# ---- f32_mult_arb ----
### A small window of the routed layout, f32_mult_arb

Region (108, 109) to (133, 134) um. Cells in gray, sequential cells in the stronger gray; small squares are vias.
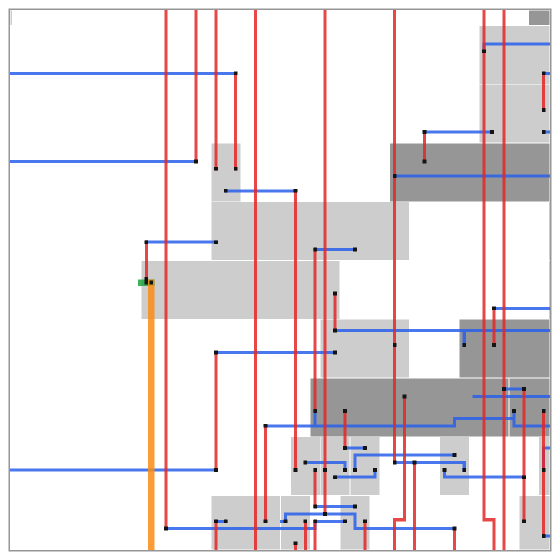

[src/rtl/f32_mult_arb.sv]
// Round-robin arbiter/sequencer sharing one f32_mult between NREQ requesters.
// Optional build macro MULT_TIMEOUT_EN adds a WAIT-state timeout returning qNaN with resp_err.
module f32_mult_arb #(
  parameter int NREQ           = 4,
  parameter int TIMEOUT_CYCLES = 64
) (
  input  logic                 clk,
  input  logic                 rst_n,
  input  logic [NREQ-1:0]      req_valid,
  output logic [NREQ-1:0]      req_ready,
  input  logic [32*NREQ-1:0]   req_a,
  input  logic [32*NREQ-1:0]   req_b,
  output logic [NREQ-1:0]      resp_valid,
  input  logic [NREQ-1:0]      resp_ready,
  output logic [31:0]          resp_p,
  output logic                 resp_err,
  output logic                 busy,
  output logic                 mul_start,
  output logic [31:0]          mul_a,
  output logic [31:0]          mul_b,
  input  logic                 mul_done,
  input  logic [31:0]          mul_p
);

  localparam int GW = (NREQ > 1) ? $clog2(NREQ) : 1;
  localparam logic [GW-1:0] LAST_RST = GW'(NREQ - 1);

  typedef enum logic [1:0] {
    IDLE  = 2'd0,
    ISSUE = 2'd1,
    WAIT  = 2'd2,
    RESP  = 2'd3
  } state_e;

  state_e            state_q;
  logic [GW-1:0]     gnt_q;
  logic [GW-1:0]     last_q;
  logic [31:0]       mul_a_q;
  logic [31:0]       mul_b_q;
  logic              mul_start_q;
  logic [NREQ-1:0]   resp_valid_q;
  logic [31:0]       resp_p_q;
  logic              busy_q;

  logic              gnt_found_s;
  logic [GW-1:0]     gnt_idx_s;
  logic [GW-1:0]     cand_s;
  int                idx_s;
  logic [NREQ-1:0]   gnt_oh_s;

`ifdef MULT_TIMEOUT_EN
  localparam int TW = $clog2(TIMEOUT_CYCLES + 1);
  localparam logic [TW-1:0] TMO_LAST = TW'(TIMEOUT_CYCLES - 1);
  logic [TW-1:0]     tmo_cnt_q;
  logic              resp_err_q;
`endif

  // Round-robin search starting just above the last served requester.
  always_comb begin
    gnt_found_s = 1'b0;
    gnt_idx_s   = '0;
    idx_s       = 0;
    cand_s      = '0;
    for (int k = 1; k <= NREQ; k++) begin
      idx_s = int'(last_q) + k;
      if (idx_s >= NREQ) begin
        idx_s = idx_s - NREQ;
      end else begin
        idx_s = idx_s;
      end
      cand_s = idx_s[GW-1:0];
      if (!gnt_found_s && req_valid[cand_s]) begin
        gnt_found_s = 1'b1;
        gnt_idx_s   = cand_s;
      end else begin
        gnt_found_s = gnt_found_s;
      end
    end
  end

  // Accept strobe is combinational so operands are taken in the grant cycle.
  always_comb begin
    req_ready = '0;
    if (rst_n && (state_q == IDLE) && gnt_found_s) begin
      req_ready[gnt_idx_s] = 1'b1;
    end else begin
      req_ready = '0;
    end
  end

  // One-hot form of the latched grant, used to steer the response.
  always_comb begin
    gnt_oh_s        = '0;
    gnt_oh_s[gnt_q] = 1'b1;
  end

  // Sequencer: IDLE -> ISSUE -> WAIT -> RESP, with all outputs registered.
  always_ff @(posedge clk or negedge rst_n) begin
    if (!rst_n) begin
      state_q      <= IDLE;
      gnt_q        <= '0;
      last_q       <= LAST_RST;
      mul_a_q      <= 32'h0000_0000;
      mul_b_q      <= 32'h0000_0000;
      mul_start_q  <= 1'b0;
      resp_valid_q <= '0;
      resp_p_q     <= 32'h0000_0000;
      busy_q       <= 1'b0;
`ifdef MULT_TIMEOUT_EN
      tmo_cnt_q    <= '0;
      resp_err_q   <= 1'b0;
`endif
    end else begin
      case (state_q)
        IDLE: begin
          if (gnt_found_s) begin
            state_q     <= ISSUE;
            gnt_q       <= gnt_idx_s;
            mul_a_q     <= req_a[{gnt_idx_s, 5'd0} +: 32];
            mul_b_q     <= req_b[{gnt_idx_s, 5'd0} +: 32];
            mul_start_q <= 1'b1;
            busy_q      <= 1'b1;
          end else begin
            state_q <= IDLE;
          end
        end
        ISSUE: begin
          // mul_done here may be left over from the previous operation.
          state_q     <= WAIT;
          mul_start_q <= 1'b0;
`ifdef MULT_TIMEOUT_EN
          tmo_cnt_q   <= '0;
`endif
        end
        WAIT: begin
          if (mul_done) begin
            state_q      <= RESP;
            resp_p_q     <= mul_p;
            resp_valid_q <= gnt_oh_s;
`ifdef MULT_TIMEOUT_EN
            resp_err_q   <= 1'b0;
          end else if (tmo_cnt_q == TMO_LAST) begin
            state_q      <= RESP;
            resp_p_q     <= 32'h7FC0_0000;
            resp_valid_q <= gnt_oh_s;
            resp_err_q   <= 1'b1;
          end else begin
            tmo_cnt_q <= tmo_cnt_q + 1'b1;
          end
`else
          end else begin
            state_q <= WAIT;
          end
`endif
        end
        RESP: begin
          if (resp_ready[gnt_q]) begin
            state_q      <= IDLE;
            resp_valid_q <= '0;
            last_q       <= gnt_q;
            busy_q       <= 1'b0;
          end else begin
            state_q <= RESP;
          end
        end
        default: begin
          state_q      <= IDLE;
          mul_start_q  <= 1'b0;
          resp_valid_q <= '0;
          busy_q       <= 1'b0;
        end
      endcase
    end
  end

  assign mul_start  = mul_start_q;
  assign mul_a      = mul_a_q;
  assign mul_b      = mul_b_q;
  assign resp_valid = resp_valid_q;
  assign resp_p     = resp_p_q;
  assign busy       = busy_q;
`ifdef MULT_TIMEOUT_EN
  assign resp_err   = resp_err_q;
`else
  assign resp_err   = 1'b0;
`endif

endmodule

[config.mk]
export PLATFORM = sky130hd
export DESIGN_NAME = f32_mult_arb
export DESIGN_NICKNAME = d
export VERILOG_FILES = /design/src/rtl/f32_mult_arb.sv
export SDC_FILE = /design/constraint.sdc
export NUM_CORES = 1
export LEC_CHECK = 0
export ABC_AREA = 1
export CAP_MARGIN = 20
export CORE_AREA = 2 2 158 160
export CTS_BUF_LIST = sky130_fd_sc_hd__clkbuf_16
export DETAILED_ROUTE_END_ITERATION = 6
export DIE_AREA = 0 0 160 162
export GPL_TIMING_DRIVEN = 0
export PLACE_DENSITY = 0.67
export SLEW_MARGIN = 40
export SYNTH_ARGS = -nofsm -noshare
export SYNTH_HDL_FRONTEND = slang
export SYNTH_SLANG_ARGS = --single-unit
[constraint.sdc]
create_clock -name clk -period 1.9 [get_ports clk]
set_input_delay 0.19 -clock clk [delete_from_list [all_inputs] [get_ports clk]]
set_output_delay 0.19 -clock clk [all_outputs]
set_load 0.005 [all_outputs]
# ---- serial_adder_seq ----
File: config.mk
export PLATFORM = sky130hd
export DESIGN_NAME = serial_adder_seq
export DESIGN_NICKNAME = d
export VERILOG_FILES = /design/src/rtl/serial_adder_pkg.sv /design/src/rtl/serial_digit_add.sv /design/src/rtl/serial_adder_seq.sv
export SDC_FILE = /design/constraint.sdc
export NUM_CORES = 1
export LEC_CHECK = 0
export ABC_AREA = 1
export ABC_CLOCK_PERIOD_IN_PS = 5700
export CORE_ASPECT_RATIO = 1.4
export CORE_MARGIN = 4
export CORE_UTILIZATION = 35
export DETAILED_ROUTE_END_ITERATION = 16
export PLACE_DENSITY_LB_ADDON = 0.25
export SLEW_MARGIN = 20
export SYNTH_ARGS = -nofsm -noshare
export SYNTH_HDL_FRONTEND = slang
export SYNTH_HIERARCHICAL = 1
export SYNTH_SLANG_ARGS = --single-unit
File: constraint.sdc
create_clock -name clk -period 5.7 [get_ports clk]
set_input_delay 1.71 -clock clk [delete_from_list [all_inputs] [get_ports clk]]
set_output_delay 1.71 -clock clk [all_outputs]
set_load 0.02 [all_outputs]
File: src/rtl/serial_adder_pkg.sv
// serial_adder_pkg: shared FSM state encoding and counter sizing for the serial adder.
package serial_adder_pkg;
  typedef enum logic [1:0] {
    IDLE = 2'd0,
    RUN  = 2'd1,
    DONE = 2'd2
  } state_t;
  function automatic int cnt_w(input int n);
    return (n <= 1) ? 1 : $clog2(n);
  endfunction
endpackage

File: src/rtl/serial_digit_add.sv
// serial_digit_add: combinational DIGIT-bit ripple adder built from full-adder cells.
module serial_digit_add #(
  parameter int DIGIT = 1
) (
  input  logic [DIGIT-1:0] a,
  input  logic [DIGIT-1:0] b,
  input  logic             ci,
  output logic [DIGIT-1:0] s,
  output logic             co
);
  logic [DIGIT:0] c;
  assign c[0] = ci;
  for (genvar i = 0; i < DIGIT; i++) begin : g_fa
    assign s[i]   = a[i] ^ b[i] ^ c[i];
    assign c[i+1] = (a[i] & b[i]) | (c[i] & (a[i] ^ b[i]));
  end
  assign co = c[DIGIT];
endmodule

File: src/rtl/serial_adder_seq.sv
// serial_adder_seq: multi-cycle adder, DIGIT bits per clock LSB first with start/done handshake.
// Define SERIAL_ADDER_SUB_EN to add the Sub port (A-B via inverted B and carry-in).
module serial_adder_seq
  import serial_adder_pkg::*;
#(
  parameter int WIDTH = 8,
  parameter int DIGIT = 1
) (
  input  logic             clk,
  input  logic             rst,
  input  logic             start,
  input  logic [WIDTH-1:0] A,
  input  logic [WIDTH-1:0] B,
  input  logic             Cin,
`ifdef SERIAL_ADDER_SUB_EN
  input  logic             Sub,
`endif
  output logic             busy,
  output logic             done,
  output logic [WIDTH-1:0] Sum,
  output logic             Carry
);
  localparam int N = WIDTH / DIGIT;
  localparam int CW = cnt_w(N);
  localparam logic [CW-1:0] KMAX = CW'(N - 1);
  if (WIDTH < 1 || DIGIT < 1 || (WIDTH % DIGIT) != 0) begin : g_bad_cfg
    $error("serial_adder_seq: DIGIT must divide WIDTH and WIDTH must be >= 1");
  end
  state_t state, nxt;
  logic [WIDTH-1:0] a_sh, b_sh, r_sh, r_nx;
  logic [DIGIT-1:0] s;
  logic [CW-1:0] k;
  logic cy, co, sub, acc, last;
  int idx;
`ifdef SERIAL_ADDER_SUB_EN
  assign sub = Sub;
`else
  assign sub = 1'b0;
`endif
  assign idx  = int'(k) * DIGIT;
  assign acc  = start && state != RUN;
  assign last = k == KMAX;
  assign busy = state == RUN;
  assign done = state == DONE;
  serial_digit_add #(.DIGIT(DIGIT)) u_dig (
    .a (a_sh[idx +: DIGIT]),
    .b (b_sh[idx +: DIGIT]),
    .ci(cy),
    .s (s),
    .co(co)
  );
  always_comb begin
    r_nx = r_sh;
    r_nx[idx +: DIGIT] = s;
  end
  always_comb nxt = busy ? (last ? DONE : RUN) : (acc ? RUN : IDLE);
  always_ff @(posedge clk) state <= rst ? IDLE : nxt;
  // DONE accepts a new request just like IDLE, giving one result per N+1 cycles.
  always_ff @(posedge clk) begin
    if (rst) begin
      a_sh  <= '0;
      b_sh  <= '0;
      r_sh  <= '0;
      cy    <= 1'b0;
      k     <= '0;
      Sum   <= '0;
      Carry <= 1'b0;
    end else if (acc) begin
      a_sh <= A;
      b_sh <= B ^ {WIDTH{sub}};
      r_sh <= '0;
      cy   <= Cin ^ sub;
      k    <= '0;
    end else if (busy) begin
      r_sh <= r_nx;
      cy   <= co;
      k    <= last ? '0 : k + 1'b1;
      if (last) begin
        Sum   <= r_nx;
        Carry <= co;
      end
    end
  end
endmodule

### Logic cells by family, serial_adder_seq

Drawn at 3 px/um.
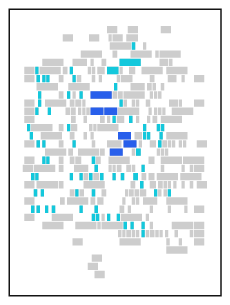
Cyan marks NOR gates, cells 68. Blue marks adder and majority cells, cells 6, where middle.

==> Flow_metrics.wiki, serial_adder_seq <==
=== Physical design figures ===
{| class="wikitable"
! Metric !! Value
|-
| Status || finished clean
|-
| Synthesized netlist net count || 295
|-
| Number of setup buffers added after CTS || 0
|-
| Number of H-tree levels || 2
|-
| Number of buffers outside the clock class in the layout || 30
|-
| Cell count of the worst reg-to-reg path || 12
|-
| Met3 track demand over resource in global routing || 0.0288
|-
| Clock-cell share of area || 0.0319
|-
| Drt pass-1 iters || 4
|-
| Met2 usage || 0.226
|-
| Inverters excl. clock || 25
|-
| Last element of the critical path || busy
|-
| Multi-input logic cell count || 196
|-
| Slack of the worst reg-to-reg path || 3010 ps
|-
| Clock tree skew after final layout || 3.66 ps
|-
| Yosys stat chip area || 1890 um2
|-
| Initial Util || 0.364
|-
| Post-route cell area || 2280 um2
|-
| Proportion of total power due to net switching || 0.269
|-
| Count of instances resized after the clock tree is built || 0
|-
| Number of warnings in the stage logs || 28
|-
| Post-detailed-route via-to-cell ratio || between 4 and 5
|-
| Net count, final || 323
|-
| Post-place instance area || 2200 um2
|-
| Hold Startpoint || Sum[1]
|-
| Largest buffer count on any clock path || 2
|}
[serial_adder_seq: kinds of logic (layout without fill, tap and decap cells)]
logic type / Yosys count / after routing / synth area share
flip-flops: 39 / 39 / 0.413
AND/OR/NAND/NOR: 149 / 149 / 0.336
AND-OR/OR-AND: 41 / 41 / 0.120
buffers and inverters: 34 / 61 / 0.0880
adder cells (fa/ha/maj): 6 / 6 / 0.0437
[serial_adder_seq: layer usage]
metal	up-vias	routed length (um)
met2	33	1870
met1	717	1760
li1	906	-
met4	0	63
met3	6	167
met5	-	0
[serial_adder_seq: synth_stat cells (2+ instances only)]
master / n / share of area
nor3_1: 2 / 0.0053
o21ai_0: 27 / 0.071
nand4_1: 5 / 0.017
nand3_1: 12 / 0.032
o21ai_2: 3 / 0.014
o22ai_1: 4 / 0.013
nand2_1: 60 / 0.12
nor2_1: 64 / 0.13
dfxtp_1: 39 / 0.41
inv_2: 5 / 0.0099
buf_2: 4 / 0.011
buf_4: 2 / 0.0079
nand2_4: 2 / 0.012
a21oi_1: 4 / 0.011
ha_1: 5 / 0.033
inv_1: 19 / 0.038
### Congestion heat map, f32_mult_arb

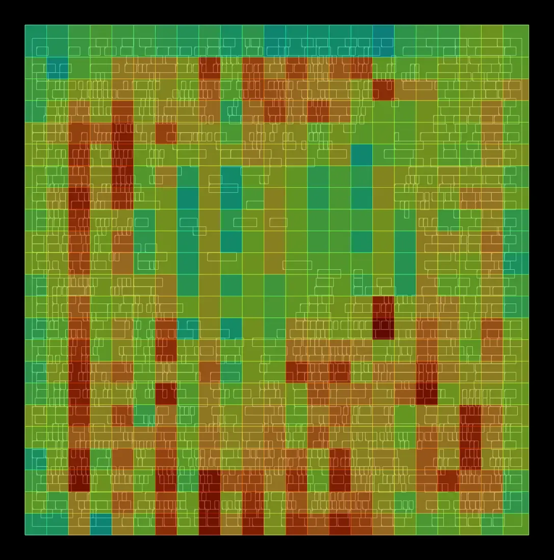
met2 usage: 0.434
average detailed-routed wire length per instance: 17.2 um
met3 track demand over resource in global routing: 0.0598
most crowded layer after global routing: met2
utilization of the core after routing: 0.529

### Logic cells by family, f32_mult_arb

Drawn at 1.5 px/um.
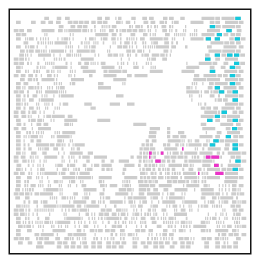
Magenta marks NOR gates, cells 10, where right middle. Cyan marks multiplexers, cells 32.

Notes on 'A small window of the routed layout' of f32_mult_arb above:
Red marks metal 2. Orange marks metal 4. Green marks metal 3. Blue marks metal 1.
15 logic cells have their middle in the window. Most frequent: nand2_1 (7), clkbuf_16 (2), dfrtp_1 (2). Sequential cells in the window: 2. Netlist names of flops here include mul_a (1), resp_p (1).

==> Flow_metrics.wiki, f32_mult_arb <==
=== Physical design figures ===
{| class="wikitable"
! Metric !! Value
|-
| Met3 Wirelength || 2610 um
|-
| Placed Cells || 1827
|-
| Setup violation total in the final timing report || 73
|-
| Fin. max-slew vios || 0
|-
| Via count of the routed design || 8837
|-
| Status || complete, but fails checks
|-
| HPWL after detailed placement || 24600 um
|-
| Yosys adder share || 0.00872
|-
| Cell count of the worst reg-to-reg path || 19
|-
| Count of flip-flops and latches || 108
|-
| Critical Path RT || 1710 ps
|-
| Worst slew pin tran || approximately 510 ps
|-
| Clock tree skew after final layout || 15.9 ps
|-
| Number of tap instances || 324
|-
| Overall power after layout || 24200 uW
|-
| Setup slack of the critical path after layout || -631 ps
|-
| Largest buffer count on any clock path || 2
|-
| Unrepaired setup endpoints after global routing || yes
|-
| Pin count of the biggest net entering global routing || 72
|-
| Failing checks || setup timing
|}
-- f32_mult_arb: placed cells by master (no fill, tap or decap), types with 2 or more instances in the layout --
cell type and instances:
nand2_1 659, clkdlybuf4s50_1 399, nand3_1 133, dfrtp_1 106
buf_4 37, mux2_2 32, nand2_2 23, buf_6 20
buf_8 16, buf_2 13, clkbuf_16 12, nand2_4 10
inv_1 9, buf_12 9, o21ai_0 6, clkbuf_1 5
inv_2 5, clkbuf_4 5, ha_1 5, clkbuf_2 4
nor2_1 3, inv_8 3, nand3_2 3, o41ai_1 3
a21oi_1 2, nor2_2 2, nor3_4 2, nor3_2 2
o21ai_1 2, clkinvlp_4 2, clkinv_4 2, dfstp_2 2
-- f32_mult_arb: power breakdown --
part | switching, uW | leakage [uW] | internal (uW)
registers | 600 | 0.00133 | 3440
clock network | 960 | 0.000135 | 914
logic | 9980 | 0.00490 | 8270
total | 11500 | 0.00637 | 12600
-- f32_mult_arb: flip-flops by register name (all words and copies together) (netlist names) --
name / flops
mul_b: 32
mul_a: 32
resp_p: 32
state_q: 2
last_q: 2
resp_valid: 4
mul_start: 1
busy: 1
gnt_q: 2

==> layout pictures side by side <==
Metal 1.
Plate I
Drawn at 1.5 px/um.
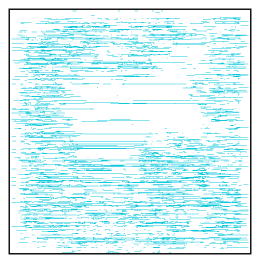
Plate II
Drawn at 3 px/um.
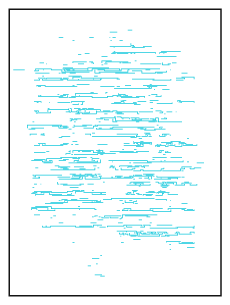
f32_mult_arb -> Plate I
serial_adder_seq -> Plate II


# ---- i2s_poly_synth_flat ----
### Congestion heat map, i2s_poly_synth_flat

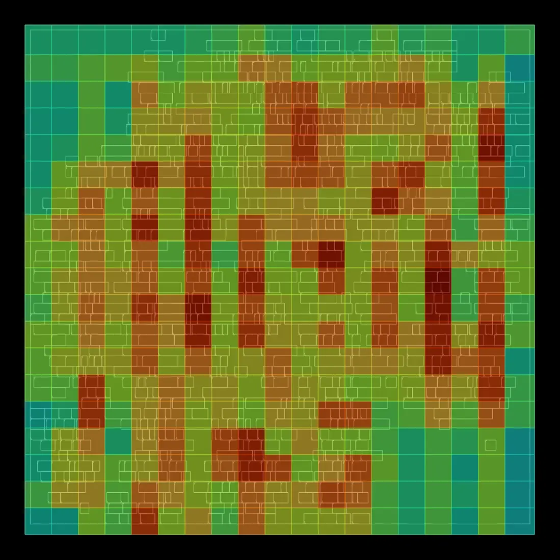
### Register map, names as in the netlist, i2s_poly_synth_flat

Drawn at 4 px/um. Other sequential cells in the stronger gray, the rest of the logic in the fainter gray.
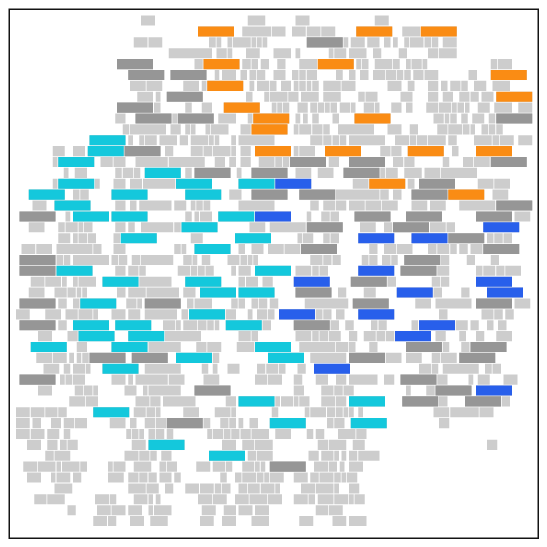
### Metal 1, i2s_poly_synth_flat

Drawn at 2 px/um.
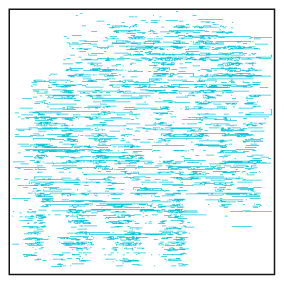
File: src/rtl/i2s_poly_synth_pkg.sv
// Shared types for the I2S polyphonic wavetable synth.
// The keycode to note map covers eight HID keys: A S D F H J K L.
package i2s_synth_pkg;

   localparam int VOICE_NOTE_W = 3;
   localparam int VOICE_ADDR_W = 8;

   localparam logic [7:0] KEY_A = 8'h04;
   localparam logic [7:0] KEY_S = 8'h16;
   localparam logic [7:0] KEY_D = 8'h07;
   localparam logic [7:0] KEY_F = 8'h09;
   localparam logic [7:0] KEY_H = 8'h0B;
   localparam logic [7:0] KEY_J = 8'h0D;
   localparam logic [7:0] KEY_K = 8'h0E;
   localparam logic [7:0] KEY_L = 8'h0F;

   typedef struct packed {
      logic                    active;
      logic [VOICE_NOTE_W-1:0] note;
      logic [VOICE_ADDR_W-1:0] phase;
   } voice_t;

   typedef enum logic [1:0] {IDLE, ISSUE, ACC, DONE} seq_state_e;

   // Returns {valid, note}; valid is 0 for any key outside the map.
   function automatic logic [VOICE_NOTE_W:0] key_to_note(input logic [7:0] key);
      case (key)
         KEY_A:   key_to_note = {1'b1, 3'd0};
         KEY_S:   key_to_note = {1'b1, 3'd1};
         KEY_D:   key_to_note = {1'b1, 3'd2};
         KEY_F:   key_to_note = {1'b1, 3'd3};
         KEY_H:   key_to_note = {1'b1, 3'd4};
         KEY_J:   key_to_note = {1'b1, 3'd5};
         KEY_K:   key_to_note = {1'b1, 3'd6};
         KEY_L:   key_to_note = {1'b1, 3'd7};
         default: key_to_note = '0;
      endcase
   endfunction

endpackage

File: src/rtl/i2s_poly_synth_if.sv
// Codec word-select / serial data and sample-ROM port of the synth.
// master = synth side, slave = codec + ROM side.
interface i2s_poly_synth_if #(
   parameter int SAMPLE_W   = 16,
   parameter int ROM_ADDR_W = 11
);
   logic                       I2S_LRCLK;
   logic                       I2S_DIN;
   logic [ROM_ADDR_W-1:0]      rom_addr;
   logic signed [SAMPLE_W-1:0] rom_q;

   modport master (input I2S_LRCLK, input rom_q, output I2S_DIN, output rom_addr);
   modport slave  (output I2S_LRCLK, output rom_q, input I2S_DIN, input rom_addr);
endinterface

File: src/rtl/i2s_poly_synth_tx_serializer.sv
// I2S transmitter: LRCLK edge detect, armed flag and MSB-first shift register.
// The mix is captured once per frame so left and right carry the same word.
module i2s_tx_serializer #(
   parameter int SAMPLE_W = 16
) (
   input  logic                       clk,
   input  logic                       rst_n,
   input  logic                       lrclk,
   input  logic signed [SAMPLE_W-1:0] mix,
   output logic                       lr_edge,
   output logic                       lr_fall,
   output logic                       din
);
   logic                lr_q;
   logic                armed;
   logic [SAMPLE_W-1:0] shreg;
   logic [SAMPLE_W-1:0] hold;

   assign lr_edge = armed & (lr_q != lrclk);
   assign lr_fall = lr_edge & ~lrclk;

   always_ff @(posedge clk or negedge rst_n) begin
      if (!rst_n) begin
         lr_q  <= 1'b0;
         armed <= 1'b0;
         shreg <= '0;
         hold  <= '0;
         din   <= 1'b0;
      end else begin
         lr_q  <= lrclk;
         armed <= 1'b1;
         din   <= shreg[SAMPLE_W-1];
         // right word reuses the value captured at the left edge
         if (lr_fall) begin
            hold  <= mix;
            shreg <= mix;
         end else if (lr_edge) begin
            shreg <= hold;
         end else begin
            shreg <= {shreg[SAMPLE_W-2:0], 1'b0};
         end
      end
   end

endmodule

File: src/rtl/i2s_poly_synth.sv
// Polyphonic wavetable player: keycode voices, ROM fetch sequencer, mono mix to I2S.
// Build option SATURATE_MIX_EN: clamp the voice sum instead of averaging it.
//
// state | meaning
// IDLE  | waiting for a falling LRCLK edge
// ISSUE | one ROM address per clk, voice 0..NUM_VOICES-1
// ACC   | accumulate the last voice's sample
// DONE  | scaled sum written to the mix register
module i2s_poly_synth
   import i2s_synth_pkg::*;
#(
   parameter int NUM_VOICES  = 4,
   parameter int SAMPLE_W    = 16,
   parameter int NOTE_ADDR_W = VOICE_ADDR_W,
   parameter int NOTE_W      = VOICE_NOTE_W
) (
   input  logic                    I2S_SCLK,
   input  logic                    Reset_n,
   input  logic [8*NUM_VOICES-1:0] keycode,
   output logic [NUM_VOICES-1:0]   voice_active,
   i2s_poly_synth_if.master        bus
);
   localparam int LOG_N      = $clog2(NUM_VOICES);
   localparam int ACC_W      = SAMPLE_W + LOG_N;
   localparam int IDX_W      = (LOG_N > 0) ? LOG_N : 1;
   localparam int ROM_ADDR_W = NOTE_W + NOTE_ADDR_W;
   localparam logic [IDX_W-1:0] LAST_IDX = IDX_W'(NUM_VOICES - 1);

   voice_t                    voice   [NUM_VOICES];
   logic [VOICE_NOTE_W:0]     key_map [NUM_VOICES];
   seq_state_e                state;
   logic [IDX_W-1:0]          idx;
   logic signed [ACC_W-1:0]   acc;
   logic signed [ACC_W-1:0]   q_ext;
   logic                      acc_vld;
   logic                      issue_act;
   logic signed [SAMPLE_W-1:0] mix;
   logic signed [SAMPLE_W-1:0] mix_next;
   logic                      lr_edge;
   logic                      lr_fall;
   logic                      din;
   logic                      start;

   always_comb begin
      voice_active = '0;
      for (int v = 0; v < NUM_VOICES; v++) begin
         key_map[v]      = key_to_note(keycode[8*v +: 8]);
         voice_active[v] = voice[v].active;
      end
   end

   always_ff @(posedge I2S_SCLK or negedge Reset_n) begin
      if (!Reset_n) begin
         for (int v = 0; v < NUM_VOICES; v++) voice[v] <= '0;
      end else if (lr_fall) begin
         for (int v = 0; v < NUM_VOICES; v++) begin
            if (!key_map[v][VOICE_NOTE_W]) begin
               voice[v].active <= 1'b0;
               voice[v].phase  <= '0;
            end else if (!voice[v].active || key_map[v][VOICE_NOTE_W-1:0] != voice[v].note) begin
               voice[v].active <= 1'b1;
               voice[v].note   <= key_map[v][VOICE_NOTE_W-1:0];
               voice[v].phase  <= '0;
            end else begin
               voice[v].phase  <= voice[v].phase + 1'b1;
            end
         end
      end
   end

   // Any edge mid-sequence restarts it; the old mix stays until DONE.
   assign start = lr_fall | (lr_edge & (state != IDLE));
   assign q_ext = ACC_W'(bus.rom_q);

`ifdef SATURATE_MIX_EN
   localparam logic signed [ACC_W-1:0] SAT_HI = ACC_W'((64'sd1 <<< (SAMPLE_W-1)) - 64'sd1);
   localparam logic signed [ACC_W-1:0] SAT_LO = ~SAT_HI;

   always_comb begin
      mix_next = acc[SAMPLE_W-1:0];
      if (acc > SAT_HI)      mix_next = SAT_HI[SAMPLE_W-1:0];
      else if (acc < SAT_LO) mix_next = SAT_LO[SAMPLE_W-1:0];
   end
`else
   always_comb mix_next = SAMPLE_W'(acc >>> LOG_N);
`endif

   always_ff @(posedge I2S_SCLK or negedge Reset_n) begin
      if (!Reset_n) begin
         state        <= IDLE;
         idx          <= '0;
         acc          <= '0;
         acc_vld      <= 1'b0;
         issue_act    <= 1'b0;
         bus.rom_addr <= '0;
         mix          <= '0;
      end else begin
         acc_vld <= 1'b0;
         if (acc_vld && issue_act) acc <= acc + q_ext;
         if (start) begin
            state <= ISSUE;
            idx   <= '0;
            acc   <= '0;
         end else begin
            case (state)
               ISSUE: begin
                  bus.rom_addr <= ROM_ADDR_W'({voice[idx].note, voice[idx].phase});
                  issue_act    <= voice[idx].active;
                  acc_vld      <= 1'b1;
                  if (idx == LAST_IDX) state <= ACC;
                  else                 idx   <= idx + 1'b1;
               end
               ACC:  state <= DONE;
               DONE: begin
                  mix   <= mix_next;
                  state <= IDLE;
               end
               default: state <= IDLE;
            endcase
         end
      end
   end

   i2s_tx_serializer #(.SAMPLE_W(SAMPLE_W)) u_tx (
      .clk     (I2S_SCLK),
      .rst_n   (Reset_n),
      .lrclk   (bus.I2S_LRCLK),
      .mix     (mix),
      .lr_edge (lr_edge),
      .lr_fall (lr_fall),
      .din     (din)
   );

   assign bus.I2S_DIN = din;

endmodule

File: src/flat_wrapper.sv
// flat-port wrapper written by rule: the top's interface ports become plain ports
module i2s_poly_synth_flat import i2s_synth_pkg::*;
#(
   parameter int NUM_VOICES  = 4,
   parameter int SAMPLE_W    = 16,
   parameter int NOTE_ADDR_W = VOICE_ADDR_W,
   parameter int NOTE_W      = VOICE_NOTE_W
)
  (I2S_SCLK, Reset_n, keycode, voice_active, bus_I2S_LRCLK, bus_rom_q, bus_I2S_DIN, bus_rom_addr);
  i2s_poly_synth_if #(.SAMPLE_W(SAMPLE_W), .ROM_ADDR_W(11)) bus_i ();
  input  logic I2S_SCLK;
  input  logic Reset_n;
  input  logic [8*NUM_VOICES-1:0] keycode;
  output logic [NUM_VOICES-1:0] voice_active;
  input wire logic [$bits(bus_i.I2S_LRCLK)-1:0] bus_I2S_LRCLK;
  input wire logic [$bits(bus_i.rom_q)-1:0] bus_rom_q;
  output wire logic [$bits(bus_i.I2S_DIN)-1:0] bus_I2S_DIN;
  output wire logic [$bits(bus_i.rom_addr)-1:0] bus_rom_addr;
  assign bus_i.I2S_LRCLK = bus_I2S_LRCLK;
  assign bus_i.rom_q = bus_rom_q;
  assign bus_I2S_DIN = bus_i.I2S_DIN;
  assign bus_rom_addr = bus_i.rom_addr;
  i2s_poly_synth #(.NUM_VOICES(NUM_VOICES), .SAMPLE_W(SAMPLE_W), .NOTE_ADDR_W(NOTE_ADDR_W), .NOTE_W(NOTE_W)) u_core (.I2S_SCLK(I2S_SCLK), .Reset_n(Reset_n), .keycode(keycode), .voice_active(voice_active), .bus(bus_i));
endmodule
File: config.mk
export PLATFORM = sky130hd
export DESIGN_NAME = i2s_poly_synth_flat
export DESIGN_NICKNAME = d
export VERILOG_FILES = /design/src/rtl/i2s_poly_synth_pkg.sv /design/src/rtl/i2s_poly_synth_if.sv /design/src/rtl/i2s_poly_synth_tx_serializer.sv /design/src/rtl/i2s_poly_synth.sv /design/src/flat_wrapper.sv
export SDC_FILE = /design/constraint.sdc
export NUM_CORES = 1
export LEC_CHECK = 0
export CORE_UTILIZATION = 48
export DETAILED_ROUTE_END_ITERATION = 12
export PLACE_DENSITY = 0.68
export REMOVE_ABC_BUFFERS = 1
export SYNTH_ARGS = -nofsm -noshare
export SYNTH_HDL_FRONTEND = slang
export SYNTH_HIERARCHICAL = 1
export SYNTH_SLANG_ARGS = --single-unit
File: constraint.sdc
create_clock -name I2S_SCLK -period 3.5 [get_ports I2S_SCLK]
set_input_delay 0.7 -clock I2S_SCLK [delete_from_list [all_inputs] [get_ports I2S_SCLK]]
set_output_delay 0.7 -clock I2S_SCLK [all_outputs]
set_load 0.02 [all_outputs]
==> Flow_metrics.wiki <==
=== Physical design figures ===
{| class="wikitable"
! Metric !! Value
|-
| Synthesized instance count || between 700 and 800
|-
| Net count, final || 950
|-
| Setup violation total in the final timing report || 0
|-
| Worst Hold Path Cells || 0
|-
| Number of enable flip-flop cells || 0
|-
| Area occupied by multi-input gates || 4440 um2
|-
| Overall die area || 17400 um2
|-
| Status || finished clean
|-
| Clock tree from TritonCTS || built
|-
| Synth Area in Compound Gates || 0.157
|-
| YS warnings || 6
|-
| Total combinational power || roughly 1200 uW
|-
| Data arrival time of the critical path || around 3400 ps
|-
| Final std cells w/o fill || 1089
|-
| Leftover overflow at the end of global routing || 0
|-
| HPWL after detailed placement || 13100 um
|-
| Headroom to the max-slew limit || 0.396
|-
| Top cells excl fill/tap || 134 x dfrtp_1, 65 x clkdlybuf4s50_1, 53 x mux2_2
|-
| Count of different cell masters after synthesis || 70
|-
| Hold Vio Cnt, Final || 0
|-
| Largest buffer count on any clock path || 2
|-
| Drt pass-1 iters || 5
|-
| Clock-cell share of area || 0.0616
|-
| CTS buffer count || 17
|-
| Multi-input logic cell count || 587
|}
About 'Congestion heat map' of i2s_poly_synth_flat:
most crowded layer after global routing: met2
routing usage on met1: 0.264

About 'Register map, names as in the netlist' of i2s_poly_synth_flat:
Orange marks u_core/acc, sequential cells 18. Cyan marks u_core/voice, sequential cells 44. Blue marks u_core/u_tx/hold, sequential cells 16.

About 'Metal 1' of i2s_poly_synth_flat:
The wires run mostly horizontal. The longest straight run is 37.7 um. The layer carries 7790 um of wire. 876 nets have wire on it. The layer holds 42% of the routed length.

-- Yosys cell counts (9+ instances only) --
| cell | count | area, um2 |
|---|---|---|
| o311ai_1 | 12 | 105 |
| xnor2_1 | 14 | 123 |
| clkbuf_1 | 19 | 71.3 |
| nand3_1 | 26 | 130 |
| mux2_2 | 53 | 597 |
| a21oi_1 | 52 | 260 |
| a21o_1 | 10 | 75.1 |
| ha_1 | 42 | 526 |
| xor2_1 | 15 | 131 |
| inv_1 | 30 | 113 |
| a211oi_1 | 9 | 67.6 |
| nand2b_1 | 11 | 68.8 |
| o21ai_0 | 38 | 190 |
| or3_1 | 20 | 125 |
| or2_2 | 18 | 113 |
| mux4_2 | 12 | 270 |
| dfrtp_1 | 134 | 3350 |
| nor2_1 | 32 | 120 |
| o22ai_1 | 17 | 106 |
| mux2i_1 | 10 | 100 |
| nand4_1 | 9 | 56.3 |
| nor3_1 | 12 | 60.1 |
| nand2_1 | 45 | 169 |
| nor2b_1 | 13 | 81.3 |
-- per-layer routing --
layer / up-vias / wire, um / track usage
met3: 30 / 653 / 0.0507
li1: 3060 / - / -
met4: 0 / 468 / 0.0840
met5: - / 0 / 0
met1: 3225 / 7790 / 0.264
met2: 139 / 9700 / 0.399

Power figures rest on the tool's default switching activity, not on a simulated workload.
